######## frame_parity_unit ########
frame_parity_unit, zoomed window:
Window x 40 to 60, y 40 to 60 um. Cells in gray, sequential cells in the stronger gray; small squares are vias.
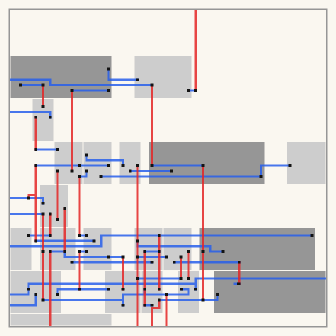
frame_parity_unit, cell sizes after repair:
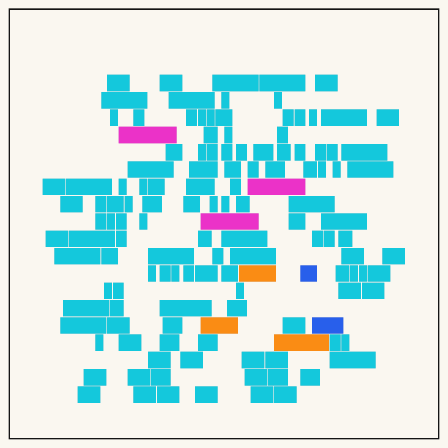
<file path="src/rtl/frame_parity_unit.sv">
// Streaming frame parity: folds the XOR of each accepted word into a running bit
// and returns one parity/error/count/overflow result per frame on a valid/ready port.
module frame_parity_unit #(
  parameter  int WIDTH     = 8,
  parameter  int MAX_WORDS = 16,
  localparam int CW        = $clog2(MAX_WORDS + 1)
) (
  input  logic             clk,
  input  logic             reset,
  input  logic             in_valid,
  output logic             in_ready,
  input  logic [WIDTH-1:0] in_data,
  input  logic             in_last,
  input  logic             odd_mode,
  input  logic             check_mode,
  input  logic             in_parity,
  output logic             out_valid,
  input  logic             out_ready,
  output logic             out_parity,
  output logic             out_error,
  output logic [CW-1:0]    out_count,
  output logic             out_overflow,
  output logic [0:0]       dbg_state
);

  localparam logic [0:0]    ST_ACCUM = 1'b0;
  localparam logic [0:0]    ST_DONE  = 1'b1;
  localparam logic [CW-1:0] MAX_CNT  = CW'(MAX_WORDS);

  // Handshake: a transfer happens on a port in any cycle where valid and ready are
  // both high; ready depends on state only, and out_* hold while out_valid waits.
  logic [0:0]    r_state;
  logic          r_first;
  logic          r_acc;
  logic [CW-1:0] r_cnt;
  logic          r_ovf;
  logic          r_odd;
  logic          r_check;
  logic          r_out_parity;
  logic          r_out_error;
  logic [CW-1:0] r_out_count;
  logic          r_out_ovf;

  logic          w_beat;
  logic          w_word_par;
  logic          w_acc_next;
  logic [CW-1:0] w_cnt_next;
  logic          w_ovf_next;
  logic          w_odd_eff;
  logic          w_check_eff;
  logic          w_parity_final;

  assign w_beat     = in_valid && (r_state == ST_ACCUM);
  assign w_word_par = ^in_data;

  // Mode bits come straight from the pins on the first beat so a one-beat frame sees them.
  always_comb begin
    w_acc_next  = r_acc ^ w_word_par;
    w_cnt_next  = r_cnt;
    w_ovf_next  = r_ovf;
    w_odd_eff   = r_odd;
    w_check_eff = r_check;
    if (r_first) begin
      w_acc_next  = w_word_par;
      w_cnt_next  = CW'(1);
      w_ovf_next  = 1'b0;
      w_odd_eff   = odd_mode;
      w_check_eff = check_mode;
    end else if (r_cnt == MAX_CNT) begin
      w_ovf_next = 1'b1;
    end else begin
      w_cnt_next = r_cnt + CW'(1);
    end
  end

  assign w_parity_final = w_acc_next ^ w_odd_eff;

  always_ff @(posedge clk) begin
    if (reset) begin
      r_state      <= ST_ACCUM;
      r_first      <= 1'b1;
      r_acc        <= 1'b0;
      r_cnt        <= '0;
      r_ovf        <= 1'b0;
      r_odd        <= 1'b0;
      r_check      <= 1'b0;
      r_out_parity <= 1'b0;
      r_out_error  <= 1'b0;
      r_out_count  <= '0;
      r_out_ovf    <= 1'b0;
    end else begin
      case (r_state)
        ST_ACCUM: begin
          if (w_beat) begin
            r_acc   <= w_acc_next;
            r_cnt   <= w_cnt_next;
            r_ovf   <= w_ovf_next;
            r_odd   <= w_odd_eff;
            r_check <= w_check_eff;
            r_first <= 1'b0;
            if (in_last) begin
              r_out_parity <= w_parity_final;
              r_out_error  <= w_check_eff && (w_parity_final != in_parity);
              r_out_count  <= w_cnt_next;
              r_out_ovf    <= w_ovf_next;
              r_state      <= ST_DONE;
            end
          end
        end
        default: begin
          if (out_ready) begin
            r_state <= ST_ACCUM;
            r_first <= 1'b1;
          end
        end
      endcase
    end
  end

  assign in_ready     = (r_state == ST_ACCUM);
  assign out_valid    = (r_state == ST_DONE);
  assign out_parity   = r_out_parity;
  assign out_error    = r_out_error;
  assign out_count    = r_out_count;
  assign out_overflow = r_out_ovf;
  assign dbg_state    = r_state;

endmodule

</file>
<file path="config.mk">
export PLATFORM = sky130hd
export DESIGN_NAME = frame_parity_unit
export DESIGN_NICKNAME = d
export VERILOG_FILES = /design/src/rtl/frame_parity_unit.sv
export SDC_FILE = /design/constraint.sdc
export NUM_CORES = 1
export LEC_CHECK = 0
export ABC_AREA = 0
export CAP_MARGIN = 20
export CELL_PAD_IN_SITES_DETAIL_PLACEMENT = 0
export CELL_PAD_IN_SITES_GLOBAL_PLACEMENT = 1
export CORE_MARGIN = 5
export CORE_UTILIZATION = 30
export CTS_BUF_LIST = sky130_fd_sc_hd__clkbuf_16
export CTS_CLUSTER_DIAMETER = 60
export DETAILED_ROUTE_END_ITERATION = 8
export PLACE_DENSITY_LB_ADDON = 0.1
export SLEW_MARGIN = 20
export SYNTH_ARGS = -nofsm -noshare
export SYNTH_HDL_FRONTEND = slang
export SYNTH_SLANG_ARGS = --single-unit
export TNS_END_PERCENT = 50
</file>
<file path="constraint.sdc">
create_clock -name clk -period 3.9 [get_ports clk]
set_input_delay 0.975 -clock clk [delete_from_list [all_inputs] [get_ports clk]]
set_output_delay 0.975 -clock clk [all_outputs]
set_load 0.05 [all_outputs]
</file>
==> Flow_metrics.wiki <==
== Run summary ==
{| class="wikitable"
! Metric !! Value
|-
| Result of the run || finished clean
|-
| Kind of cell adding the most delay to the critical path || buffers and inverters
|-
| Number of buffers inserted to repair setup after CTS || 0
|-
| Critical path type || flop to output port
|-
| Power per standard cell area || 400 nW/um2
|-
| Setup slack, reg-to-reg || 2000 ps
|-
| Io pins || 27
|-
| Net Sw Frac || 0.250
|-
| Count of library flops with an enable pin || 0
|-
| Dominant register cell in the synthesized netlist || dfxtp_1
|-
| Routed metal-1 wire length || 989 um
|-
| Start point of the critical path || dbg_state$_SDFF_PP0_
|-
| Levels on crit path || 1
|-
| H-Tree Level Count || 1
|-
| Post-layout instance count excluding filler cells || 179
|-
| Clock tree from TritonCTS || yes
|-
| Number of vias after detailed routing || between 800 and 900
|-
| Multiplexer area fraction after synthesis || 0.0306
|-
| Number of setup violations in the final report || 0
|-
| Pin count of the biggest net entering global routing || 21
|-
| DP Cell Count || 175
|-
| Reg2Reg Depth || 5
|-
| Dominant logic cell types in the final layout || 26 x clkdlybuf4s50_1, 19 x dfxtp_1, 14 x a21oi_1, 11 x nand2_1, 8 x nor2_1
|}
## Picture notes: 'zoomed window' of frame_parity_unit
M2: shown in red. M1: shown in blue.
Sequential cells in the window: 4. 19 logic cells have their middle in the window. Most frequent: a21oi_1 (4), dfxtp_1 (4). Netlist names of flops here include out_count (2), r_cnt (2).

## Picture notes: 'cell sizes after repair' of frame_parity_unit
x6 and larger: shown in magenta, cells 3, share 2.2%. x2: shown in orange, cells 3, share 2.2%. x1 and smaller: shown in cyan, cells 127, share 94%. x3 and x4: shown in blue, cells 2, share 1.5%.

registers in the layout, summed over array words and instances (netlist names):
| signal | flops |
|---|---|
| dbg_state | 1 |
| out_count | 5 |
| out_error | 1 |
| out_overflow | 1 |
| out_parity | 1 |
| r_acc | 1 |
| r_check | 1 |
| r_cnt | 5 |
| r_first | 1 |
| r_odd | 1 |
| r_ovf | 1 |
metal layers:
metal	GRT usage	vias up
met4	0.0456	0
met1	0.136	369
met5	0	-
met2	0.173	12
met3	0.0383	2
li1	-	424
power groups by stage:
stage | combinational, mW | clock, mW | sequential [mW]
floorplan | 0.0808 | 0 | 0.224
global placement | 0.123 | 0 | 0.217
detailed placement | 0.123 | 0 | 0.217
CTS | 0.123 | 0.213 | 0.213
global route | 0.132 | 0.220 | 0.214
finish | 0.121 | 0.204 | 0.213
layout make-up:
| cell class | count | area share |
|---|---|---|
| Clock inverter | 1 | 0.00279 |
| Timing Repair Buffer | 27 | 0.199 |
| Tap cell | 44 | 0.0409 |
| Clock buffer | 3 | 0.0558 |
| Multi-Input combinational cell | 80 | 0.405 |
| Sequential cell | 19 | 0.283 |
| Inverter | 5 | 0.0140 |

######## plaintext_packer ########
plaintext_packer, placement density heat map:
17 x 19 tiles, from white (low) to dark blue (high), 0 to 100% covered.
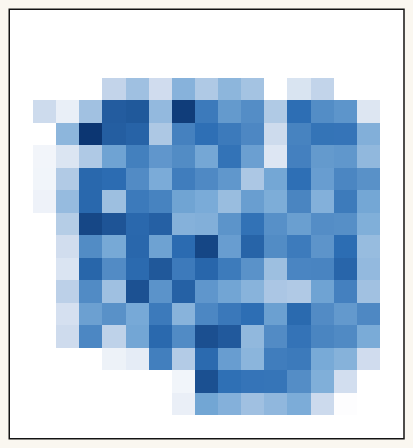
plaintext_packer, zoomed window:
Window x 119 to 139, y 130 to 150 um. Cells in gray, sequential cells in the stronger gray; small squares are vias.
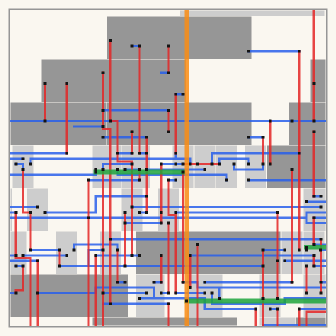
plaintext_packer, cell sizes after repair:
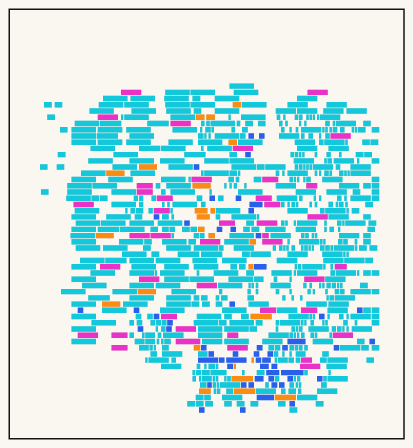
## config.mk

```make
export PLATFORM = sky130hd
export DESIGN_NAME = plaintext_packer
export DESIGN_NICKNAME = d
export VERILOG_FILES = /design/src/rtl/plaintext_packer.sv
export SDC_FILE = /design/constraint.sdc
export NUM_CORES = 1
export LEC_CHECK = 0
export ABC_CLOCK_PERIOD_IN_PS = 2400
export CAP_MARGIN = 20
export CORE_ASPECT_RATIO = 1.1
export CORE_MARGIN = 10
export CORE_UTILIZATION = 35
export CTS_CLUSTER_SIZE = 12
export DETAILED_ROUTE_END_ITERATION = 10
export PLACE_DENSITY = 0.58
export SLEW_MARGIN = 20
export SYNTH_ARGS = -nofsm -noshare
export SYNTH_HDL_FRONTEND = slang
export SYNTH_SLANG_ARGS = --single-unit
```

## constraint.sdc

```tcl
create_clock -name clk_sys -period 2.4 [get_ports clk_sys]
set_input_delay 0.36 -clock clk_sys [delete_from_list [all_inputs] [get_ports clk_sys]]
set_output_delay 0.36 -clock clk_sys [all_outputs]
set_load 0.02 [all_outputs]
```

## src/rtl/plaintext_packer.sv

```systemverilog
// rtl/plaintext_packer.sv - byte FIFO feeding a 4-lane word packer with flush of partial words.
// Define PACKER_MSB_FIRST_EN to place the first byte in the most significant lane.
module plaintext_packer #(
  parameter int SYS_DWIDTH = 8,
  parameter int MST_DWIDTH = 32,
  parameter int FIFO_DEPTH = 16,
  parameter int LVL_WIDTH  = 5
) (
  input  logic                  clk_sys,
  input  logic                  rst_n,
  input  logic [SYS_DWIDTH-1:0] data_i,
  input  logic                  valid_i,
  input  logic                  flush_i,
  output logic [MST_DWIDTH-1:0] data_o,
  output logic                  valid_o,
  input  logic                  ready_i,
  output logic [2:0]            bytes_o,
  output logic                  last_o,
  output logic                  overflow_o,
  output logic [LVL_WIDTH-1:0]  level_o
);
  localparam int AW = $clog2(FIFO_DEPTH);
  localparam logic [LVL_WIDTH-1:0] FULL_LVL = LVL_WIDTH'(FIFO_DEPTH);

  typedef enum logic {COLLECT, HOLD} state_t;
  state_t state, state_nxt;

  logic [SYS_DWIDTH-1:0] mem [FIFO_DEPTH];
  logic [AW-1:0]         wr_ptr, rd_ptr;
  logic [LVL_WIDTH-1:0]  level;
  logic [MST_DWIDTH-1:0] acc, acc_nxt, data_nxt, lane_word;
  logic [1:0]            cnt, cnt_nxt;
  logic [2:0]            bytes_nxt;
  logic                  last_nxt, flush_pend, flush_clr;
  logic                  empty, full, pop, push;

  assign empty   = (level == '0);
  assign full    = (level == FULL_LVL);
  assign pop     = !empty && (!valid_o || ready_i);
  assign push    = valid_i && (!full || pop);
  assign level_o = level;
  assign valid_o = (state == HOLD);

  // Head byte shifted into lane cnt; padding lanes stay zero because acc clears per word
`ifdef PACKER_MSB_FIRST_EN
  assign lane_word = MST_DWIDTH'(mem[rd_ptr]) << {~cnt, 3'b000};
`else
  assign lane_word = MST_DWIDTH'(mem[rd_ptr]) << {cnt, 3'b000};
`endif

  always_ff @(posedge clk_sys) begin
    if (push) mem[wr_ptr] <= data_i;
  end

  always_ff @(posedge clk_sys or negedge rst_n) begin
    if (!rst_n) begin
      wr_ptr     <= '0;
      rd_ptr     <= '0;
      level      <= '0;
      overflow_o <= 1'b0;
    end else begin
      if (push) wr_ptr <= wr_ptr + AW'(1);
      if (pop)  rd_ptr <= rd_ptr + AW'(1);
      if (push && !pop)      level <= level + LVL_WIDTH'(1);
      else if (pop && !push) level <= level - LVL_WIDTH'(1);
      if (valid_i && !push)  overflow_o <= 1'b1;
    end
  end

  always_comb begin
    state_nxt = state;
    acc_nxt   = acc;
    cnt_nxt   = cnt;
    data_nxt  = data_o;
    bytes_nxt = bytes_o;
    last_nxt  = last_o;
    flush_clr = 1'b0;
    if (state == HOLD && ready_i) state_nxt = COLLECT;
    if (pop) begin
      if (cnt == 2'd3) begin
        data_nxt  = acc | lane_word;
        bytes_nxt = 3'd4;
        last_nxt  = 1'b0;
        acc_nxt   = '0;
        cnt_nxt   = 2'd0;
        state_nxt = HOLD;
      end else begin
        acc_nxt = acc | lane_word;
        cnt_nxt = cnt + 2'd1;
      end
    end else if (state == COLLECT && flush_pend && empty) begin
      // Pipeline fully drained: emit whatever is in the lanes, or just retire the request
      flush_clr = 1'b1;
      if (cnt != 2'd0) begin
        data_nxt  = acc;
        bytes_nxt = {1'b0, cnt};
        last_nxt  = 1'b1;
        acc_nxt   = '0;
        cnt_nxt   = 2'd0;
        state_nxt = HOLD;
      end
    end
  end

  always_ff @(posedge clk_sys or negedge rst_n) begin
    if (!rst_n) begin
      state      <= COLLECT;
      acc        <= '0;
      cnt        <= 2'd0;
      data_o     <= '0;
      bytes_o    <= 3'd0;
      last_o     <= 1'b0;
      flush_pend <= 1'b0;
    end else begin
      state      <= state_nxt;
      acc        <= acc_nxt;
      cnt        <= cnt_nxt;
      data_o     <= data_nxt;
      bytes_o    <= bytes_nxt;
      last_o     <= last_nxt;
      flush_pend <= flush_clr ? 1'b0 : (flush_pend | flush_i);
    end
  end
endmodule

```

==> Flow_metrics.wiki <==
== Run summary ==
{| class="wikitable"
! Metric !! Value
|-
| Result of the run || finished with violations
|-
| Violated checks || negative setup slack
|-
| Library cell used as clock root buffer || clkbuf_16
|-
| Kind of cell adding the most delay to the critical path || simple AND/OR/NAND/NOR gates
|-
| Minimum period implied by the final worst setup slack || 2430 ps
|-
| Slowest stage cell on the critical path || or4_4
|-
| Syn_nets || 648
|-
| Dominant logic cell types in the final layout || 128 x edfxtp_1, 82 x dfrtp_1, 77 x nor2_1, 58 x nand2_1, 54 x clkdlybuf4s50_1
|-
| Power per standard cell area || approximately 1400 nW/um2
|-
| Met1 Resource Use GR || 0.163
|-
| Die outline area || 32100 um2
|-
| Floorplan die height || 187 um
|-
| CP endpoint kind || flop
|-
| Multiplexer area fraction after synthesis || 0.0827
|-
| Clock tree from TritonCTS || yes
|-
| Clock Sinks || 214
|-
| Met2 usage || 0.197
|-
| Slew @ Worst Pin || 743 ps
|-
| Horizontal extent of the die || ~170 um
|-
| Slew headroom || 0.503
|-
| Number of vias per cell after detailed routing || 5.01
|-
| Cell type with the largest total area || edfxtp_1
|-
| Worst reg2reg endpoint || level_o[4]$_DFFE_PN0P_
|-
| Worst path max stage delay || 560 ps
|-
| Num CTS Buffers || 23
|-
| Most frequent standard cell in the layout excluding fill and tap cells || edfxtp_1
|-
| Ys cells || ~620
|-
| Highest layer used for signal routing || met4
|-
| Required time worst endpoint || approximately 2800 ps
|-
| Synthesized-area fraction occupied by ao, oa, aoi and oai cells || 0.0865
|-
| Placeable core area || roughly 25000 um2
|-
| Number of setup violations in the final report || 1
|-
| Synthesized-area fraction occupied by and/or/nand/nor cells || 0.0948
|-
| List of cells traversed by the critical path || or4_4 -> nor2_4 -> nor2_4 -> inv_2 -> ha_4 -> inv_4 -> ha_4 -> a21o_1 -> a21oi_2 -> mux2i_1 -> xnor2_1
|-
| RR Startpoint || level_o[0]$_DFFE_PN0P_
|-
| Initial antenna violation count || 0
|-
| Peak VDD IR || 0.000470 V
|-
| Number of library cell types mapped by synthesis || around 55
|-
| Largest registers ranked by flip-flop count || mem: 128 flops, acc: 32 flops, data_o: 32 flops
|-
| Sequential area share after synthesis || 0.676
|-
| Count of library flops with an enable pin || 128
|-
| Pre-CTS setup slack || -139 ps
|-
| Synthesized cell area || 8870 um2
|-
| Yosys Chip Area || between 8000 and 9000 um2
|-
| Most used routing layer || met2
|-
| Most numerous cell in the Yosys netlist || edfxtp_1
|-
| Router iterations before antenna repair || 5
|-
| Antenna violation net count after detailed routing || 0
|-
| Yosys Warn Count || 0
|-
| Critical path type || flop to flop
|-
| Final setup slack of the worst path || -27.5 ps
|-
| Setup slack, reg-to-reg || -30 ps
|-
| Count of input and output buffers || 55
|-
| Number of hold violations in the final report || 0
|-
| Cell types with the largest area share after synthesis || edfxtp_1 43%, dfrtp_1 24%, nor2_1 3.3%
|-
| Post-Layout Inst Area || about 11000 um2
|-
| Number of vias after detailed routing || around 5300
|}
Notes on 'placement density heat map' of plaintext_packer above:
The densest ninth of the die: center. The mean over all tiles is 33%. 40% of the tiles are nearly empty. 10% of the tiles are over 75% full. The emptiest ninth of the die: lower left. The fullest tile reaches 98%.

Notes on 'zoomed window' of plaintext_packer above:
M1: shown in blue. M3: shown in green. M4: shown in orange. M2: shown in red.
Most frequent: nor2_1 (7), nand2_1 (6), dfrtp_1 (6). 26 logic cells have their middle in the window. Netlist names of flops here include acc (6). Sequential cells in the window: 6.

Notes on 'cell sizes after repair' of plaintext_packer above:
x2: shown in orange, cells 25, share 3.4%. x1 and smaller: shown in cyan, cells 620, share 83%. x3 and x4: shown in blue, cells 56, share 7.5%. x6 and larger: shown in magenta, cells 42, share 5.7%.

how the worst max path moves through the flow:
stage,end,slack [ps],cells after the start
final,level_o[4]$_DFFE_PN0P_,-30,11
after global routing,level_o[4]$_DFFE_PN0P_,-100,11
after CTS,level_o[4]$_DFFE_PN0P_,-40,11
after detailed placement,level_o[4]$_DFFE_PN0P_,-140,12
after global placement,level_o[4]$_DFFE_PN0P_,-100,12
after floorplan,level_o[4]$_DFFE_PN0P_,-100,11
cell type report:
class                   instances  area (um2)
fillers                      2240       14200
flip-flops and latches        214        6000
multi-input cells             369        2650
repair buffers                112        1150
clock buffers                  30         632
well taps                     315         394
clock inverters                 7        61.3
inverters                      11        43.8
power breakdown:
group | internal [mW] | leakage, nW | switching, mW
logic | 2.96 | 1.67 | 3.59
clock network | 1.94 | 0.335 | 1.32
registers | 4.89 | 2.17 | 0.598
total | 9.78 | 4.18 | 5.52
cells by family (layout without fill, tap and decap cells):
kind of cell             after synthesis  count (layout)
multiplexers                          49              49
buffers and inverters                 39             160
flip-flops                           214             214
adder cells (fa/ha/maj)               13              13
AND/OR/NAND/NOR                      187             187
XOR/XNOR                              10              10
AND-OR/OR-AND                        110             110

######## mu_sequencer ########
mu_sequencer, placed standard cells:
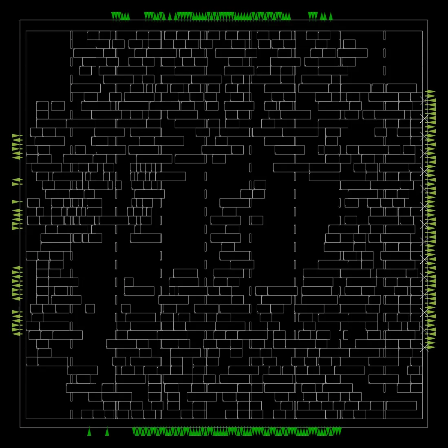
mu_sequencer, ports around the boundary:
Scale bar: 50 um. Pins as bars across the die edge, other pins in gray.
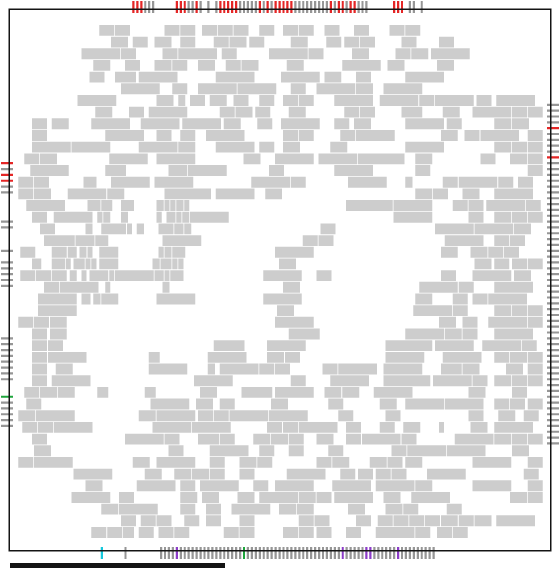
[src/rtl/mu_sequencer.sv]
// Sequencer for the multi-cycle multiply unit in EX. It latches the operands, starts the MU
// and stalls the pipeline until the MU finishes. It then issues a one-cycle writeback pulse.
module mu_sequencer #(
  parameter int XLEN    = 32,
  parameter int TIMEOUT = 64,
  parameter int CNT_W   = $clog2(TIMEOUT) + 1
) (
  input  logic            clk,
  input  logic            rst_n,
  input  logic            issue_valid,
  input  logic            is_mul,
  input  logic [1:0]      mulctl_in,
  input  logic [XLEN-1:0] rs1_data,
  input  logic [XLEN-1:0] rs2_data,
  input  logic [4:0]      rd_in,
  input  logic            flush,
  input  logic            mul_done,
  input  logic [XLEN-1:0] mul_result,
  output logic            mul_start,
  output logic            mul_abort,
  output logic [1:0]      mul_op,
  output logic [XLEN-1:0] mul_a,
  output logic [XLEN-1:0] mul_b,
  output logic            stall,
  output logic            wb_valid,
  output logic [4:0]      wb_rd,
  output logic [XLEN-1:0] wb_data,
  output logic            busy,
  output logic            err_timeout
);

  typedef enum logic [1:0] {IDLE, START, WAIT, DONE} state_t;

  state_t           state, state_nxt;
  logic             accept;
  logic             load;
  logic             capture;
  logic             abort_nxt;
  logic             err_set;
  logic             timeout_hit;
  logic [CNT_W-1:0] cnt;

  assign accept      = issue_valid & is_mul & ~flush;
  assign timeout_hit = (cnt == CNT_W'(TIMEOUT - 1));

  // NOTE: sequential state is written with <= so every flop samples pre-edge values.
  always_ff @(posedge clk or negedge rst_n) begin
    if (!rst_n) state <= IDLE;
    else        state <= state_nxt;
  end

  // NOTE: every signal driven here gets a default first, so no path can infer a latch.
  always_comb begin
    state_nxt = state;
    load      = 1'b0;
    capture   = 1'b0;
    abort_nxt = 1'b0;
    err_set   = 1'b0;
    case (state)
      IDLE: begin
        if (accept) begin
          load      = 1'b1;
          state_nxt = START;
        end
      end
      START: begin
        if (flush) begin
          abort_nxt = 1'b1;
          state_nxt = IDLE;
        end else begin
          state_nxt = WAIT;
        end
      end
      WAIT: begin
        // Flush beats a same-cycle done or timeout: the instruction is dead either way.
        if (flush) begin
          abort_nxt = 1'b1;
          state_nxt = IDLE;
        end else if (mul_done) begin
          capture   = 1'b1;
          state_nxt = DONE;
        end else if (timeout_hit) begin
          err_set   = 1'b1;
          abort_nxt = 1'b1;
          state_nxt = IDLE;
        end
      end
      DONE: begin
        if (accept) begin
          load      = 1'b1;
          state_nxt = START;
        end else begin
          state_nxt = IDLE;
        end
      end
      default: state_nxt = IDLE;
    endcase
  end

  // NOTE: operand and result registers are reset as well, so every output reads 0 out of reset.
  always_ff @(posedge clk or negedge rst_n) begin
    if (!rst_n) begin
      mul_start   <= 1'b0;
      mul_abort   <= 1'b0;
      err_timeout <= 1'b0;
      cnt         <= '0;
      mul_op      <= '0;
      mul_a       <= '0;
      mul_b       <= '0;
      wb_rd       <= '0;
      wb_data     <= '0;
    end else begin
      mul_start <= (state_nxt == START);
      mul_abort <= abort_nxt;
      if (err_set) err_timeout <= 1'b1;
      if (state == START)     cnt <= '0;
      else if (state == WAIT) cnt <= cnt + CNT_W'(1);
      if (load) begin
        mul_op <= mulctl_in;
        mul_a  <= rs1_data;
        mul_b  <= rs2_data;
        wb_rd  <= rd_in;
      end
      if (capture) wb_data <= mul_result;
    end
  end

  // Stall is combinational so the issuing instruction is held in the same cycle.
  assign stall    = ((state == IDLE) & accept) | (state == START) | (state == WAIT);
  assign wb_valid = (state == DONE) & ~flush;
  assign busy     = (state != IDLE);

endmodule
[config.mk]
export PLATFORM = sky130hd
export DESIGN_NAME = mu_sequencer
export DESIGN_NICKNAME = d
export VERILOG_FILES = /design/src/rtl/mu_sequencer.sv
export SDC_FILE = /design/constraint.sdc
export NUM_CORES = 1
export LEC_CHECK = 0
export ABC_AREA = 0
export CORE_MARGIN = 1.5
export CORE_UTILIZATION = 30
export DETAILED_ROUTE_END_ITERATION = 10
export PLACE_DENSITY = 0.66
export SYNTH_ARGS = -nofsm -noshare
export SYNTH_HDL_FRONTEND = slang
export SYNTH_SLANG_ARGS = --single-unit
[constraint.sdc]
create_clock -name clk -period 2.95 [get_ports clk]
set_input_delay 0.295 -clock clk [delete_from_list [all_inputs] [get_ports clk]]
set_output_delay 0.295 -clock clk [all_outputs]
set_load 0.02 [all_outputs]
==> Flow_metrics.wiki <==
== Run summary ==
{| class="wikitable"
! Metric !! Value
|-
| Number of design-rule violations left by the first detailed-router iteration || 95
|-
| Setup slack, reg-to-reg || approximately 840 ps
|-
| Dominant logic cell types in the final layout || 216 x clkdlybuf4s50_1, 115 x dfrtp_1, 89 x mux2_2, 17 x clkbuf_16, 14 x mux2_1
|-
| Inverters excl. clock || 7
|-
| Number of vias per cell after detailed routing || approximately 4.5
|-
| Data arrival time of the critical path || 2070 ps
|-
| Cell count after synthesis || about 290
|-
| Kind of cell adding the most delay to the critical path || buffers and inverters
|-
| Total number of nets in the final design || 632
|-
| Max clock buf depth || 2
|-
| Number of setup violations in the final report || 0
|-
| Post-DP HPWL || 8260 um
|-
| Final-report max-slew violation count || 0
|-
| RR Startpoint || state[0]$_DFF_PN0_
|-
| GRT Util Overall || 0.150
|-
| Clock edge transition at the registers on the reported setup and hold paths || 60 ps
|-
| Sequential area share after synthesis || 0.636
|-
| Setup skew after layout || a little over 8 ps
|-
| List of cells traversed by the critical path || inv_1 -> ha_1 -> inv_1 -> o21ai_0 -> clkdlybuf4s50_1
|-
| Most frequent cells after synthesis || 115 x dfrtp_1, 89 x mux2_2, 14 x mux2_1
|-
| Non-clk bufs || 223
|-
| Most used cell along the critical path || inv_1
|-
| Critical path type || flop to output port
|-
| Ant diodes || 0
|-
| Seq power || around 2.7 mW
|-
| Unrepaired setup endpoints after global routing || no
|-
| Largest power group || combinational cells
|-
| Slew @ Worst Pin || 457 ps
|-
| Syn_nets || 402
|-
| Post-synthesis share of cell area spent on full adders, half adders and majority gates || 0.0138
|-
| Num CTS Buffers || 17
|-
| Combinational power || 3.54 mW
|-
| Metal2 WL || 6230 um
|-
| Violated checks || design-rule violations
|-
| Cell type with the largest total area || dfrtp_1
|-
| Max cap viols || 0
|-
| Worst reg2reg endpoint || mul_a[14]$_DFFE_PN0P_
|-
| FF+latch count, synth || 115
|-
| Launching element type of the critical path || flop
|-
| Number of vias after detailed routing || approximately 3200
|-
| Top class by area || registers
|-
| Initial antenna violation count || 0
|-
| Cell types with the largest area share after synthesis || dfrtp_1 64%, mux2_2 22%, mux2_1 3.5%
|-
| Result of the run || finished with violations
|-
| Remaining routing DRC violations || 15
|-
| Yosys Warn Count || 0
|-
| Critical path fanouts, max || 5
|-
| Share of flip-flops with an asynchronous set or reset after synthesis || 1.00
|-
| Mean area per synthesized cell || approximately 16 um2
|-
| Floorplan die height || 126 um
|-
| Library cell used as clock root buffer || clkbuf_16
|-
| Ys cells || 288
|-
| Number of hold violations in the final report || 0
|-
| Die outline area || 15800 um2
|-
| Min-Delay Path Class || input pin to asynchronous set/reset pin
|-
| Proportion of power drawn by the clock network || 0.270
|-
| Pin count of the biggest net entering global routing || 86
|-
| Slowest stage cell on the critical path || clkdlybuf4s50_1
|-
| Power per standard cell area || between 1000 and 1500 nW/um2
|}
About 'placed standard cells' of mu_sequencer:
final core area utilization: 0.518
post-layout instance count excluding filler cells: 715
filler cell count: 1269

About 'ports around the boundary' of mu_sequencer:
mulctl_in: shown in green, pins 2, direction input, edge 1 left, 1 bottom. clk: shown in cyan, pins 1, direction input, edge bottom. wb_rd: shown in purple, pins 5, direction output, edge bottom. mul_result: shown in red, pins 32, direction input, edge 27 top, 3 left, 2 right.

[timing repair]
| action | in CTS | in global routing |
|---|---|---|
| hold endpoints to repair | 30 | 0 |
| gates resized | 0 | 0 |
| hold buffers | 1 | 0 |
[registers in the layout, summed over array words and instances, names as in the netlist, 2 cells and up]
| register | flops |
|---|---|
| mul_b | 32 |
| mul_a | 32 |
| wb_rd | 5 |
| cnt | 7 |
| wb_data | 32 |
| state | 2 |
| mul_op | 2 |
[how the worst max path moves through the flow]
stage	startpoint	endpoint	slack [ps]	depth (start not counted)
4_1_cts	state[0]$_DFF_PN0_	stall	570	5
3_3_place_gp	flush	stall	870	4
6_report	state[0]$_DFF_PN0_	stall	580	5
3_5_place_dp	flush	mul_b[12]$_DFFE_PN0P_	830	5
5_1_grt	state[0]$_DFF_PN0_	stall	420	5
2_1_floorplan	state[0]$_DFF_PN0_	stall	1310	4
[per-layer routing]
metal / GRT usage / vias to the layer above
met5: 0 / -
met4: 0.0629 / 0
met3: 0.0463 / 13
met2: 0.271 / 120
met1: 0.164 / 1614
li1: - / 1471

######## aidc_lite_code_select ########
aidc_lite_code_select, placement density heat map:
21 x 21 tiles, from white (low) to dark blue (high), 0 to 100% covered.
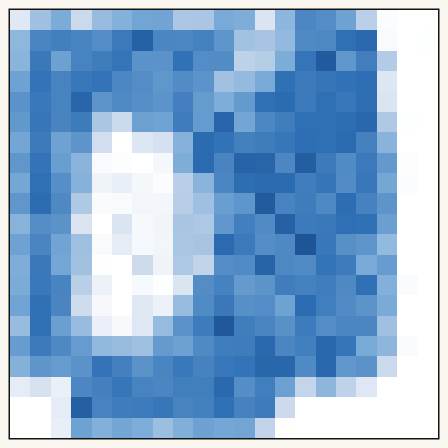
aidc_lite_code_select, placed standard cells:
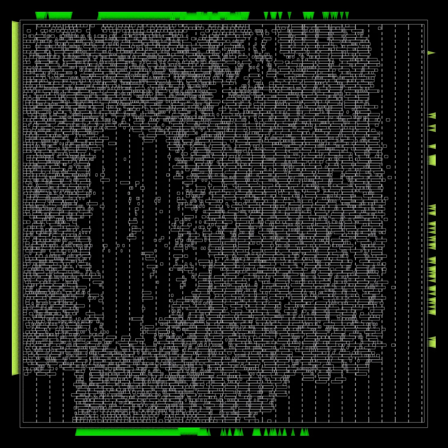
$ cat src/rtl/aidc_lite_pkg.sv
// Shared constants, state encoding and helpers for the AIDC Lite code-select slice.
package aidc_lite_pkg;

  localparam int WORD_W    = 64;
  localparam int BLK_WORDS = 8;
  localparam int LINE_W    = 512;
  localparam int ADDR_W    = 3;
  localparam int CNT_W     = 4;
  localparam int TIMER_W   = 7;

  typedef enum logic [1:0] {
    ST_IDLE    = 2'd0,
    ST_COLLECT = 2'd1,
    ST_SEND    = 2'd2
  } state_e;

  // 2-bit encoding prefix owned by each concatenator lane
  localparam logic [1:0] LANE_PREFIX_0 = 2'b00;
  localparam logic [1:0] LANE_PREFIX_1 = 2'b01;
  localparam logic [1:0] LANE_PREFIX_2 = 2'b10;
  localparam logic [1:0] LANE_PREFIX_3 = 2'b11;

  // Word idx of a raw line, word 0 being the most significant 64 bits
  function automatic logic [WORD_W-1:0] raw_word(input logic [LINE_W-1:0] line,
                                                 input logic [ADDR_W-1:0] idx);
    raw_word = line[(LINE_W - WORD_W) - int'(idx) * WORD_W +: WORD_W];
  endfunction

endpackage

$ cat src/rtl/aidc_lite_lane_buf.sv
// One concatenator lane: 8-word capture buffer plus seen/complete/fail flags and word count.
module aidc_lite_lane_buf
  import aidc_lite_pkg::*;
(
  input  logic              clk,
  input  logic              rst_n,
  input  logic              clr_i,
  input  logic              en_i,
  input  logic              wr_i,
  input  logic [ADDR_W-1:0] addr_i,
  input  logic [WORD_W-1:0] data_i,
  input  logic              done_i,
  input  logic              fail_i,
  input  logic [ADDR_W-1:0] rd_idx_i,
  output logic [WORD_W-1:0] rd_data_o,
  output logic              complete_o,
  output logic              fail_o,
  output logic [CNT_W-1:0]  wcnt_o
);

  logic [WORD_W-1:0] mem_q [BLK_WORDS];
  logic              seen_q, seen_d, seen_b;
  logic              complete_q, complete_d, complete_b;
  logic              fail_q, fail_d, fail_b;
  logic [CNT_W-1:0]  wcnt_q, wcnt_d, wcnt_b;
  logic [CNT_W-1:0]  addr_p1_s;
  logic              wr_ok_s;

  // A clear folds into the same cycle so start-cycle writes are kept
  always_comb begin
    if (clr_i) begin
      seen_b     = 1'b0;
      complete_b = 1'b0;
      fail_b     = 1'b0;
      wcnt_b     = 4'd0;
    end else begin
      seen_b     = seen_q;
      complete_b = complete_q;
      fail_b     = fail_q;
      wcnt_b     = wcnt_q;
    end
    wr_ok_s   = en_i && wr_i && !complete_b;
    addr_p1_s = {1'b0, addr_i} + 4'd1;
    seen_d    = seen_b | wr_ok_s;
    if (wr_ok_s && (addr_p1_s > wcnt_b)) begin
      wcnt_d = addr_p1_s;
    end else begin
      wcnt_d = wcnt_b;
    end
    // A done with no write yet on this line is the stale level of the previous one
    if (en_i && !complete_b && done_i && (seen_b || wr_i)) begin
      complete_d = 1'b1;
      fail_d     = fail_i;
    end else begin
      complete_d = complete_b;
      fail_d     = fail_b;
    end
  end

  always_ff @(posedge clk or negedge rst_n) begin
    if (!rst_n) begin
      seen_q     <= 1'b0;
      complete_q <= 1'b0;
      fail_q     <= 1'b0;
      wcnt_q     <= 4'd0;
    end else begin
      seen_q     <= seen_d;
      complete_q <= complete_d;
      fail_q     <= fail_d;
      wcnt_q     <= wcnt_d;
    end
  end

  always_ff @(posedge clk) begin
    if (wr_ok_s) begin
      mem_q[addr_i] <= data_i;
    end
  end

  // Bypass lets the selection cycle read a word written in that same cycle
  assign rd_data_o  = (wr_ok_s && (addr_i == rd_idx_i)) ? data_i : mem_q[rd_idx_i];
  assign complete_o = complete_d;
  assign fail_o     = fail_d;
  assign wcnt_o     = wcnt_d;

endmodule

$ cat src/rtl/aidc_lite_code_select.sv
// Collects per-lane encodings, picks the shortest good one (or the raw line) and streams it out.
module aidc_lite_code_select
  import aidc_lite_pkg::*;
#(
  parameter int NUM_LANE = 2,
  parameter int TIMEOUT  = 64
) (
  input  logic                       clk,
  input  logic                       rst_n,
  input  logic                       start_i,
  input  logic [LINE_W-1:0]          raw_data_i,
  input  logic [NUM_LANE-1:0]        lane_valid_i,
  input  logic [ADDR_W*NUM_LANE-1:0] lane_addr_i,
  input  logic [WORD_W*NUM_LANE-1:0] lane_data_i,
  input  logic [NUM_LANE-1:0]        lane_done_i,
  input  logic [NUM_LANE-1:0]        lane_fail_i,
  output logic                       busy_o,
  output logic                       valid_o,
  input  logic                       ready_i,
  output logic [WORD_W-1:0]          data_o,
  output logic                       sop_o,
  output logic                       eop_o,
  output logic                       comp_o,
  output logic [1:0]                 sel_o,
  output logic [CNT_W-1:0]           len_o
);

  localparam logic [TIMER_W-1:0] TIMER_MAX = TIMER_W'(TIMEOUT);

  state_e            state_q, state_d;
  logic              busy_q, busy_d, valid_q, valid_d, sop_q, sop_d, eop_q, eop_d;
  logic              comp_q, comp_d;
  logic [1:0]        sel_q, sel_d;
  logic [CNT_W-1:0]  len_q, len_d;
  logic [WORD_W-1:0] data_q, data_d;
  logic [ADDR_W-1:0] ptr_q, ptr_d;
  logic [TIMER_W-1:0] timer_q, timer_d;
  logic [LINE_W-1:0] raw_q, raw_d;

  logic              eop_hs_s, start_acc_s, lane_en_s, sel_trig_s;
  logic              found_s, use_comp_s, fetch_comp_s;
  logic [1:0]        win_s, fetch_sel_s;
  logic [CNT_W-1:0]  win_len_s;
  logic [ADDR_W-1:0] rd_idx_s;
  logic [WORD_W-1:0] fetch_lane_s, fetch_word_s;
  logic [NUM_LANE-1:0] complete_s, fail_s;
  logic [CNT_W-1:0]  wcnt_s    [NUM_LANE];
  logic [WORD_W-1:0] rd_data_s [NUM_LANE];

  assign eop_hs_s    = valid_q && ready_i && eop_q;
  assign start_acc_s = start_i && ((state_q == ST_IDLE) || ((state_q == ST_SEND) && eop_hs_s));
  assign lane_en_s   = (state_q == ST_COLLECT) || start_acc_s;
  assign sel_trig_s  = (state_q == ST_COLLECT) && ((&complete_s) || (timer_q >= TIMER_MAX));

  for (genvar g = 0; g < NUM_LANE; g++) begin : g_lane
    aidc_lite_lane_buf u_buf (
      .clk        (clk),
      .rst_n      (rst_n),
      .clr_i      (start_acc_s),
      .en_i       (lane_en_s),
      .wr_i       (lane_valid_i[g]),
      .addr_i     (lane_addr_i[ADDR_W*g +: ADDR_W]),
      .data_i     (lane_data_i[WORD_W*g +: WORD_W]),
      .done_i     (lane_done_i[g]),
      .fail_i     (lane_fail_i[g]),
      .rd_idx_i   (rd_idx_s),
      .rd_data_o  (rd_data_s[g]),
      .complete_o (complete_s[g]),
      .fail_o     (fail_s[g]),
      .wcnt_o     (wcnt_s[g])
    );
  end

  // Shortest complete, non-failing lane; strict compare keeps ties on the lowest index
  always_comb begin
    found_s   = 1'b0;
    win_s     = 2'd0;
    win_len_s = 4'd0;
    for (int i = 0; i < NUM_LANE; i++) begin
      if (complete_s[i] && !fail_s[i] && (wcnt_s[i] != 4'd0) &&
          (!found_s || (wcnt_s[i] < win_len_s))) begin
        found_s   = 1'b1;
        win_s     = 2'(i);
        win_len_s = wcnt_s[i];
      end else begin
        found_s   = found_s;
      end
    end
    use_comp_s = found_s && (&complete_s);
  end

  always_comb begin
    if (state_q == ST_COLLECT) begin
      rd_idx_s     = 3'd0;
      fetch_comp_s = use_comp_s;
      fetch_sel_s  = win_s;
    end else begin
      rd_idx_s     = ptr_q + 3'd1;
      fetch_comp_s = comp_q;
      fetch_sel_s  = sel_q;
    end
    fetch_lane_s = rd_data_s[0];
    for (int i = 0; i < NUM_LANE; i++) begin
      if (fetch_sel_s == 2'(i)) begin
        fetch_lane_s = rd_data_s[i];
      end else begin
        fetch_lane_s = fetch_lane_s;
      end
    end
    fetch_word_s = fetch_comp_s ? fetch_lane_s : raw_word(raw_q, rd_idx_s);
  end

  always_ff @(posedge clk or negedge rst_n) begin
    if (!rst_n) begin
      state_q <= ST_IDLE;
    end else begin
      state_q <= state_d;
    end
  end

  always_comb begin
    case (state_q)
      ST_IDLE:    state_d = start_i ? ST_COLLECT : ST_IDLE;
      ST_COLLECT: state_d = sel_trig_s ? ST_SEND : ST_COLLECT;
      ST_SEND: begin
        if (eop_hs_s) begin
          state_d = start_i ? ST_COLLECT : ST_IDLE;
        end else begin
          state_d = ST_SEND;
        end
      end
      default:    state_d = ST_IDLE;
    endcase
  end

  always_comb begin
    valid_d = valid_q;
    sop_d   = sop_q;
    eop_d   = eop_q;
    comp_d  = comp_q;
    sel_d   = sel_q;
    len_d   = len_q;
    data_d  = data_q;
    ptr_d   = ptr_q;
    case (state_q)
      ST_IDLE: begin
        valid_d = 1'b0;
        sop_d   = 1'b0;
        eop_d   = 1'b0;
      end
      ST_COLLECT: begin
        if (sel_trig_s) begin
          valid_d = 1'b1;
          ptr_d   = 3'd0;
          sop_d   = 1'b1;
          comp_d  = use_comp_s;
          sel_d   = use_comp_s ? win_s : 2'd0;
          len_d   = use_comp_s ? win_len_s : CNT_W'(BLK_WORDS);
          eop_d   = (len_d == 4'd1);
          data_d  = fetch_word_s;
        end else begin
          valid_d = 1'b0;
        end
      end
      ST_SEND: begin
        if (valid_q && ready_i) begin
          if (eop_q) begin
            valid_d = 1'b0;
            sop_d   = 1'b0;
            eop_d   = 1'b0;
            data_d  = 64'd0;
          end else begin
            ptr_d   = ptr_q + 3'd1;
            data_d  = fetch_word_s;
            sop_d   = 1'b0;
            eop_d   = (({1'b0, ptr_q} + 4'd2) == len_q);
          end
        end else begin
          valid_d = valid_q;
        end
      end
      default: begin
        valid_d = 1'b0;
        sop_d   = 1'b0;
        eop_d   = 1'b0;
      end
    endcase
    busy_d  = (state_d != ST_IDLE);
    raw_d   = start_acc_s ? raw_data_i : raw_q;
    if (state_q == ST_COLLECT) begin
      timer_d = (timer_q >= TIMER_MAX) ? timer_q : timer_q + 7'd1;
    end else begin
      timer_d = 7'd0;
    end
  end

  always_ff @(posedge clk or negedge rst_n) begin
    if (!rst_n) begin
      busy_q  <= 1'b0;
      valid_q <= 1'b0;
      sop_q   <= 1'b0;
      eop_q   <= 1'b0;
      comp_q  <= 1'b0;
      sel_q   <= 2'd0;
      len_q   <= 4'd0;
      data_q  <= 64'd0;
      ptr_q   <= 3'd0;
      timer_q <= 7'd0;
      raw_q   <= '0;
    end else begin
      busy_q  <= busy_d;
      valid_q <= valid_d;
      sop_q   <= sop_d;
      eop_q   <= eop_d;
      comp_q  <= comp_d;
      sel_q   <= sel_d;
      len_q   <= len_d;
      data_q  <= data_d;
      ptr_q   <= ptr_d;
      timer_q <= timer_d;
      raw_q   <= raw_d;
    end
  end

  assign busy_o  = busy_q;
  assign valid_o = valid_q;
  assign sop_o   = sop_q;
  assign eop_o   = eop_q;
  assign comp_o  = comp_q;
  assign sel_o   = sel_q;
  assign len_o   = len_q;
  assign data_o  = data_q;

endmodule

$ cat config.mk
export PLATFORM = sky130hd
export DESIGN_NAME = aidc_lite_code_select
export DESIGN_NICKNAME = d
export VERILOG_FILES = /design/src/rtl/aidc_lite_pkg.sv /design/src/rtl/aidc_lite_lane_buf.sv /design/src/rtl/aidc_lite_code_select.sv
export SDC_FILE = /design/constraint.sdc
export NUM_CORES = 2
export LEC_CHECK = 0
export ABC_AREA = 1
export CORE_MARGIN = 3
export CORE_UTILIZATION = 40
export CTS_CLUSTER_DIAMETER = 50
export DETAILED_ROUTE_END_ITERATION = 8
export PLACE_DENSITY = 0.69
export SETUP_SLACK_MARGIN = 0.05
export SLEW_MARGIN = 40
export SYNTH_ARGS = -nofsm -noshare
export SYNTH_HDL_FRONTEND = slang
export SYNTH_SLANG_ARGS = --single-unit
export TNS_END_PERCENT = 100
$ cat constraint.sdc
create_clock -name clk -period 6.4 [get_ports clk]
set_input_delay 0.96 -clock clk [delete_from_list [all_inputs] [get_ports clk]]
set_output_delay 0.96 -clock clk [all_outputs]
set_load 0.03 [all_outputs]
==> Flow_metrics.wiki <==
== Run summary ==
{| class="wikitable"
! Metric !! Value
|-
| Result of the run || finished clean
|-
| Fraction of area in registers || 0.540
|-
| Power per standard cell area || 516 nW/um2
|-
| Number of sequential cells || between 1500 and 2000
|-
| Met3 wire length || 20200 um
|-
| Initial standard-cell utilization of the core || 0.404
|-
| Setup skew after layout || 59.5 ps
|-
| Initial antenna violation count || roughly 80
|-
| Filler cell count || 15400
|-
| Count of input and output buffers || between 700 and 800
|-
| Clock buffer count || 239
|-
| Number of hold violations in the final report || 0
|-
| Worst reg2reg endpoint || data_o[10]$_DFFE_PN0P_
|-
| Cell type with the largest total area || edfxtp_1
|-
| Antenna violation net count after detailed routing || 0
|-
| Top class by area || registers
|-
| Peak VDD IR || 0.000384 V
|-
| Unrepaired setup endpoints after global routing || no
|-
| Launching element type of the critical path || flop
|-
| Num CTS Buffers || 175
|-
| Critical path type || flop to flop
|-
| Yosys Warn Count || 0
|-
| RR Startpoint || state_q[0]$_DFF_PN0_
|-
| Total of cells resized after clock tree synthesis || 0
|-
| Post-Layout Inst Area || 85300 um2
|-
| Most used cell along the critical path || nand2_1
|-
| Number of buffers inserted to repair setup after CTS || 0
|-
| Slew @ Worst Pin || 1000 ps
|-
| Proportion of layout cells with a drive suffix above 1 || 0.0547
|-
| Syn_nets || 7534
|-
| Clock tree from TritonCTS || yes
|-
| Min-Delay Path Class || input pin to asynchronous set/reset pin
|-
| Hold buffer count at cts || 0
|-
| Most frequent standard cell in the layout excluding fill and tap cells || nand2_1
|-
| Cell count after synthesis || 6857
|}
Notes on 'placement density heat map' of aidc_lite_code_select above:
15% of the tiles are nearly empty. The mean over all tiles is 46%. The fullest tile reaches 85%. The emptiest ninth of the die: lower right. 7.9% of the tiles are over 75% full.

Notes on 'placed standard cells' of aidc_lite_code_select above:
final core area utilization: 0.495
placeable core area: 172000 um2
num rows: 152

==> state kept, by name (all words and copies together), names as in the netlist <==
name	flops
g_lane.u_buf.mem_q	1024
raw_q	512
data_o	64
g_lane.u_buf.wcnt_q	8
timer_q	7
len_o	4
ptr_q	3
g_lane.u_buf.complete_q	2
g_lane.u_buf.fail_q	2
g_lane.u_buf.seen_q	2
state_q	2
busy_o	1
comp_o	1
eop_o	1
sel_o	1
sop_o	1
valid_o	1
==> critical path, delay by kind of cell, from the launching register on <==
| family | cells | cell delay, ps |
|---|---|---|
| AOI/OAI and AO/OA | 2 | 610 |
| adders and majority gates | 3 | 820 |
| buffers and inverters | 6 | 750 |
| DFF | 1 | 400 |
| and+or+nand+nor | 24 | 2450 |
==> cells by family after synthesis <==
kind of cell               after synthesis  share of synthesized area
and+or+nand+nor                       3333                      0.188
DFF                                   1636                      0.661
AOI/OAI and AO/OA                     1157                      0.107
buffers and inverters                  702                     0.0396
adders and majority gates               21                    0.00377
xor gates and xnor gates                 7                   0.000880
other                                    1                  0.0000538
==> where the power goes <==
group	internal [mW]	leakage [nW]	total, mW	switching (mW)
clock	5.74	2.77	10.0	4.29
combinational	5.49	14.7	19.5	14.0
sequential	13.3	16.8	14.5	1.13

######## mem_arbiter ########
[src/rtl/mem_arbiter.sv]
// Arbitrates the core's single unified memory port between instruction fetch (I) and load/store (D).
// Latency: gnt in the request cycle, mem_req the next cycle, rvalid in the cycle mem_rvalid returns.
// Backpressure: one transaction in flight; requests are ignored while busy; mem_req holds until mem_ready.
//
// Ports:
//   clk, reset                      - rising-edge clock, asynchronous active-high reset
//   i_req/i_addr -> i_gnt           - fetch request, accepted by a one-cycle i_gnt pulse
//   i_rvalid/i_rdata                - fetch response
//   d_req/d_we/d_addr/d_wdata/d_be  - load/store request, accepted by a one-cycle d_gnt pulse
//   d_rvalid/d_rdata                - load data or store acknowledge
//   mem_req/mem_we/mem_addr/
//   mem_wdata/mem_be <- mem_ready   - request to memory, held until mem_ready
//   mem_rvalid/mem_rdata            - memory response
//   busy                            - a transaction is in progress
//   protocol_err                    - sticky flag: memory responded when nothing was waiting
module mem_arbiter #(
   parameter int ADDR_W   = 32,
   parameter int DATA_W   = 32,
   parameter int MAX_WAIT = 4
) (
   input  logic                clk,
   input  logic                reset,
   // instruction fetch port
   input  logic                i_req,
   input  logic [ADDR_W-1:0]   i_addr,
   output logic                i_gnt,
   output logic                i_rvalid,
   output logic [DATA_W-1:0]   i_rdata,
   // load/store port
   input  logic                d_req,
   input  logic                d_we,
   input  logic [ADDR_W-1:0]   d_addr,
   input  logic [DATA_W-1:0]   d_wdata,
   input  logic [DATA_W/8-1:0] d_be,
   output logic                d_gnt,
   output logic                d_rvalid,
   output logic [DATA_W-1:0]   d_rdata,
   // unified memory port
   output logic                mem_req,
   output logic                mem_we,
   output logic [ADDR_W-1:0]   mem_addr,
   output logic [DATA_W-1:0]   mem_wdata,
   output logic [DATA_W/8-1:0] mem_be,
   input  logic                mem_ready,
   input  logic                mem_rvalid,
   input  logic [DATA_W-1:0]   mem_rdata,
   // status
   output logic                busy,
   output logic                protocol_err
);

   localparam int BE_W  = DATA_W / 8;
   localparam int CNT_W = $clog2(MAX_WAIT + 1);
   localparam logic [CNT_W-1:0] MAX_CNT = CNT_W'(MAX_WAIT);

   typedef enum logic [1:0] {
      IDLE,
      ISSUE,
      WAIT_RESP
   } state_t;

   // Request fields captured at grant time; they drive the memory port
   // unchanged for the whole transaction.
   typedef struct packed {
      logic              we;
      logic [ADDR_W-1:0] addr;
      logic [DATA_W-1:0] wdata;
      logic [BE_W-1:0]   be;
   } req_t;

   state_t           state, state_nxt;
   logic             owner_i, owner_i_nxt;     // 1 = I owns the transaction, 0 = D
   logic [CNT_W-1:0] wait_cnt, wait_cnt_nxt;   // consecutive arbitrations I has lost
   req_t             req_q, req_nxt;
   logic             perr_q;

   logic             i_win, d_win;
   logic             i_rv, d_rv;

   // ------------------------------------------------------------------
   // State registers
   // ------------------------------------------------------------------
   always_ff @(posedge clk or posedge reset) begin
      if (reset) begin
         state    <= IDLE;
         owner_i  <= 1'b0;
         wait_cnt <= '0;
         req_q    <= '0;
      end else begin
         state    <= state_nxt;
         owner_i  <= owner_i_nxt;
         wait_cnt <= wait_cnt_nxt;
         req_q    <= req_nxt;
      end
   end

   // A response with no transaction waiting for it means the memory model
   // and this block have lost sync; flag it until the next reset.
   always_ff @(posedge clk or posedge reset) begin
      if (reset) begin
         perr_q <= 1'b0;
      end else if (mem_rvalid && (state != WAIT_RESP)) begin
         perr_q <= 1'b1;
      end
   end

   // ------------------------------------------------------------------
   // Next-state, arbitration and response routing
   // ------------------------------------------------------------------
   always_comb begin
      state_nxt    = state;
      owner_i_nxt  = owner_i;
      wait_cnt_nxt = wait_cnt;
      req_nxt      = req_q;
      i_win        = 1'b0;
      d_win        = 1'b0;
      i_rv         = 1'b0;
      d_rv         = 1'b0;

      case (state)
         IDLE: begin
            // D has fixed priority unless I has already lost MAX_WAIT times in a row.
            i_win = i_req && (!d_req || (wait_cnt == MAX_CNT));
            d_win = d_req && !i_win;

            if (i_win) begin
               owner_i_nxt   = 1'b1;
               req_nxt.we    = 1'b0;
               req_nxt.addr  = i_addr;
               req_nxt.wdata = '0;
               req_nxt.be    = '1;
               wait_cnt_nxt  = '0;
               state_nxt     = ISSUE;
            end else if (d_win) begin
               owner_i_nxt   = 1'b0;
               req_nxt.we    = d_we;
               req_nxt.addr  = d_addr;
               req_nxt.wdata = d_wdata;
               req_nxt.be    = d_be;
               state_nxt     = ISSUE;
               // Only a pending I request counts as a loss; a withdrawn one
               // restarts the starvation window.
               if (i_req) begin
                  wait_cnt_nxt = (wait_cnt == MAX_CNT) ? wait_cnt : wait_cnt + CNT_W'(1);
               end else begin
                  wait_cnt_nxt = '0;
               end
            end else begin
               wait_cnt_nxt = '0;
            end
         end

         ISSUE: begin
            if (mem_ready) begin
               state_nxt = WAIT_RESP;
            end
         end

         WAIT_RESP: begin
            if (mem_rvalid) begin
               i_rv      = owner_i;
               d_rv      = !owner_i;
               state_nxt = IDLE;
            end
         end

         default: begin
            state_nxt = IDLE;
         end
      endcase
   end

   // ------------------------------------------------------------------
   // Outputs
   // ------------------------------------------------------------------
   // The FSM sits in IDLE while reset is held, so the combinational grant
   // and data paths are masked to keep every output at zero during reset.
   assign i_gnt        = i_win && !reset;
   assign d_gnt        = d_win && !reset;
   assign i_rvalid     = i_rv && !reset;
   assign d_rvalid     = d_rv && !reset;
   assign i_rdata      = reset ? '0 : mem_rdata;
   assign d_rdata      = reset ? '0 : mem_rdata;

   assign mem_req      = (state == ISSUE);
   assign mem_we       = req_q.we;
   assign mem_addr     = req_q.addr;
   assign mem_wdata    = req_q.wdata;
   assign mem_be       = req_q.be;

   assign busy         = (state != IDLE);
   assign protocol_err = perr_q;

endmodule

[config.mk]
export PLATFORM = sky130hd
export DESIGN_NAME = mem_arbiter
export DESIGN_NICKNAME = d
export VERILOG_FILES = /design/src/rtl/mem_arbiter.sv
export SDC_FILE = /design/constraint.sdc
export NUM_CORES = 1
export LEC_CHECK = 0
export ABC_CLOCK_PERIOD_IN_PS = 3600
export CORE_ASPECT_RATIO = 1.1
export CORE_UTILIZATION = 25
export DETAILED_ROUTE_END_ITERATION = 10
export PLACE_DENSITY = 0.57
export SYNTH_ARGS = -nofsm -noshare
export SYNTH_HDL_FRONTEND = slang
export SYNTH_SLANG_ARGS = --single-unit
[constraint.sdc]
create_clock -name clk -period 3.6 [get_ports clk]
set_input_delay 0.36 -clock clk [delete_from_list [all_inputs] [get_ports clk]]
set_output_delay 0.36 -clock clk [all_outputs]
set_load 0.05 [all_outputs]
mem_arbiter, ports around the boundary:
Scale bar: 20 um. Pins as bars across the die edge, other pins in gray.
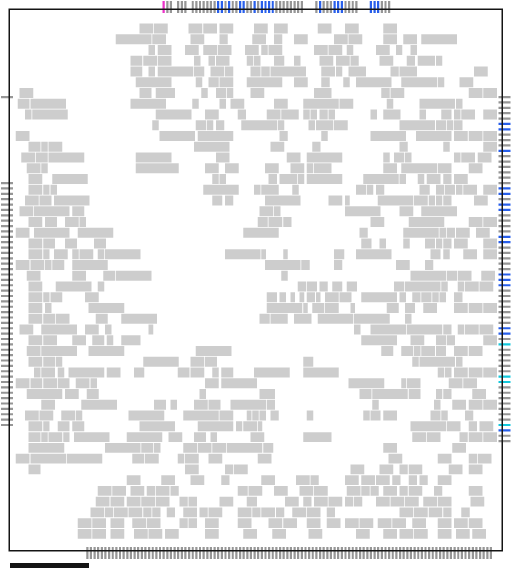
d_be: shown in cyan, pins 4, direction input, edge right. mem_we: shown in magenta, pins 1, direction output, edge top. i_addr: shown in blue, pins 32, direction input, edge 17 top, 15 right.

mem_arbiter, placed standard cells:
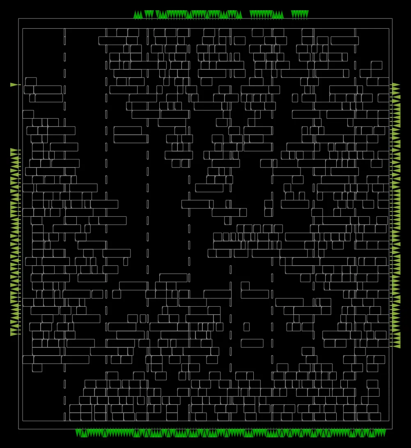
count of inserted tapcells: 200
post-layout instance count excluding filler cells: 851
filler cell count: 1503
fraction of area in registers: 0.269
placeable core area: 15900 um2

==> Flow_metrics.wiki <==
== Run summary ==
{| class="wikitable"
! Metric !! Value
|-
| Result of the run || finished clean
|-
| Top class by area || buffers
|-
| Lkg Pwr || 2.69 nW
|-
| Launch instance of the worst min-delay path || protocol_err$_DFFE_PP0P_
|-
| Number of design-rule violations left by the first detailed-router iteration || roughly 220
|-
| Pin count of the biggest net entering global routing || 103
|-
| Clock network power || 0.917 mW
|-
| Number of cells on the worst hold path || 1
|-
| List of cells traversed by the critical path || clkdlybuf4s50_1 -> buf_4 -> nor2b_1 -> clkdlybuf4s50_1
|-
| GRT Util Overall || 0.179
|-
| Final-report max-slew violation count || 0
|-
| Total negative slack || 0 ps
|-
| Metal2 WL || 7600 um
|-
| Most used routing layer || met2
|-
| Io pins || 279
|-
| Dominant register cell in the synthesized netlist || dfrtp_1
|-
| Fraction of standard cell area in multi-input logic || 0.246
|-
| Clock tree from TritonCTS || yes
|}
mem_arbiter, cell sizes after repair:
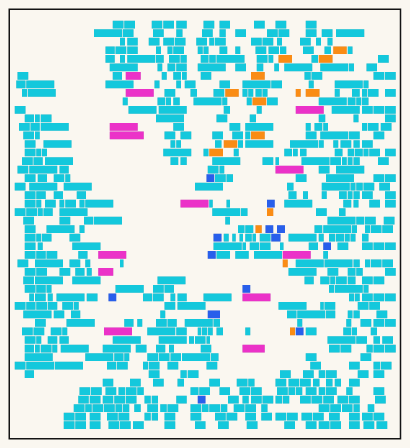
x2: shown in orange, cells 15, share 2.3%. x6 and larger: shown in magenta, cells 13, share 2.0%. x3 and x4: shown in blue, cells 13, share 2.0%. x1 and smaller: shown in cyan, cells 610, share 94%.

-- per-stage QoR --
step	hold WS, ps	power [mW]	setup slack (ps)	util	area (um2)
4_1_cts	458	6.10	814	0.445	7080
3_5_place_dp	444	5.14	818	0.425	6770
6_report	452	6.03	827	0.445	7080
5_1_grt	471	6.34	720	0.445	7080
2_1_floorplan	468	3.87	553	-	4120
3_3_place_gp	443	5.09	881	0.425	6770
-- cells in the mapped netlist, types with 2 or more instances --
master     count  area share
nor2b_1       34       0.052
o2bb2ai_1     33       0.070
o211ai_1      22       0.040
o21ai_0       36       0.044
clkbuf_1      28       0.026
a22o_1         2      0.0043
a2bb2oi_1      4      0.0085
nor2_1         3      0.0027
nand2_1        5      0.0046
nand2b_1       2      0.0030
buf_2          4      0.0049
nand4_1       34       0.052
ha_1           2      0.0061
o211ai_2      10       0.030
dfrtp_1       76        0.46
inv_1          5      0.0046
buf_4         32       0.058
nor3_1         5      0.0061
buf_1          8      0.0073
buf_6          6       0.016
nand3_1       65       0.079
-- flip-flops by register name (all words and copies together) (netlist names) --
register,flops
mem_wdata,32
wait_cnt,3
mem_addr,32
mem_we,1
owner_i,1
mem_be,4
protocol_err,1
state,2


## Gallery

Placement density heat map.
shot_01.png
7 x 7 tiles, from white (low) to dark blue (high), 0 to 100% covered.
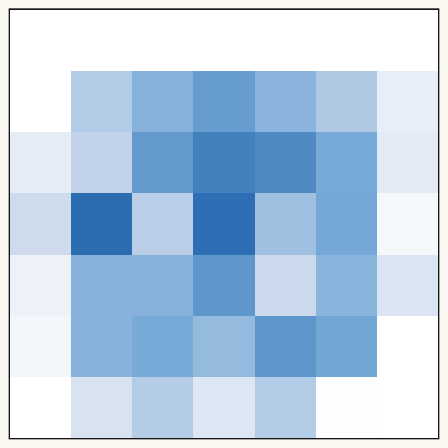
shot_02.png
12 x 14 tiles, from white (low) to dark blue (high), 0 to 100% covered.
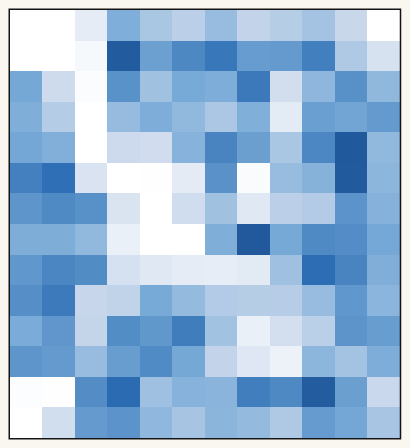
shot_03.png
13 x 13 tiles, from white (low) to dark blue (high), 0 to 100% covered.
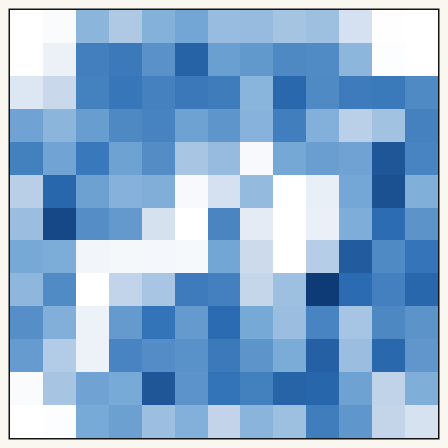
shot_01.png -> frame_parity_unit
shot_03.png -> mu_sequencer
shot_02.png -> mem_arbiter
Of these, highest utilization: shot_03.png

Key to shot_03.png:
10% of the tiles are over 75% full. 7.7% of the tiles are nearly empty. The mean over all tiles is 47%. The emptiest ninth of the die: center.

Power and IR drop assume default switching activity.
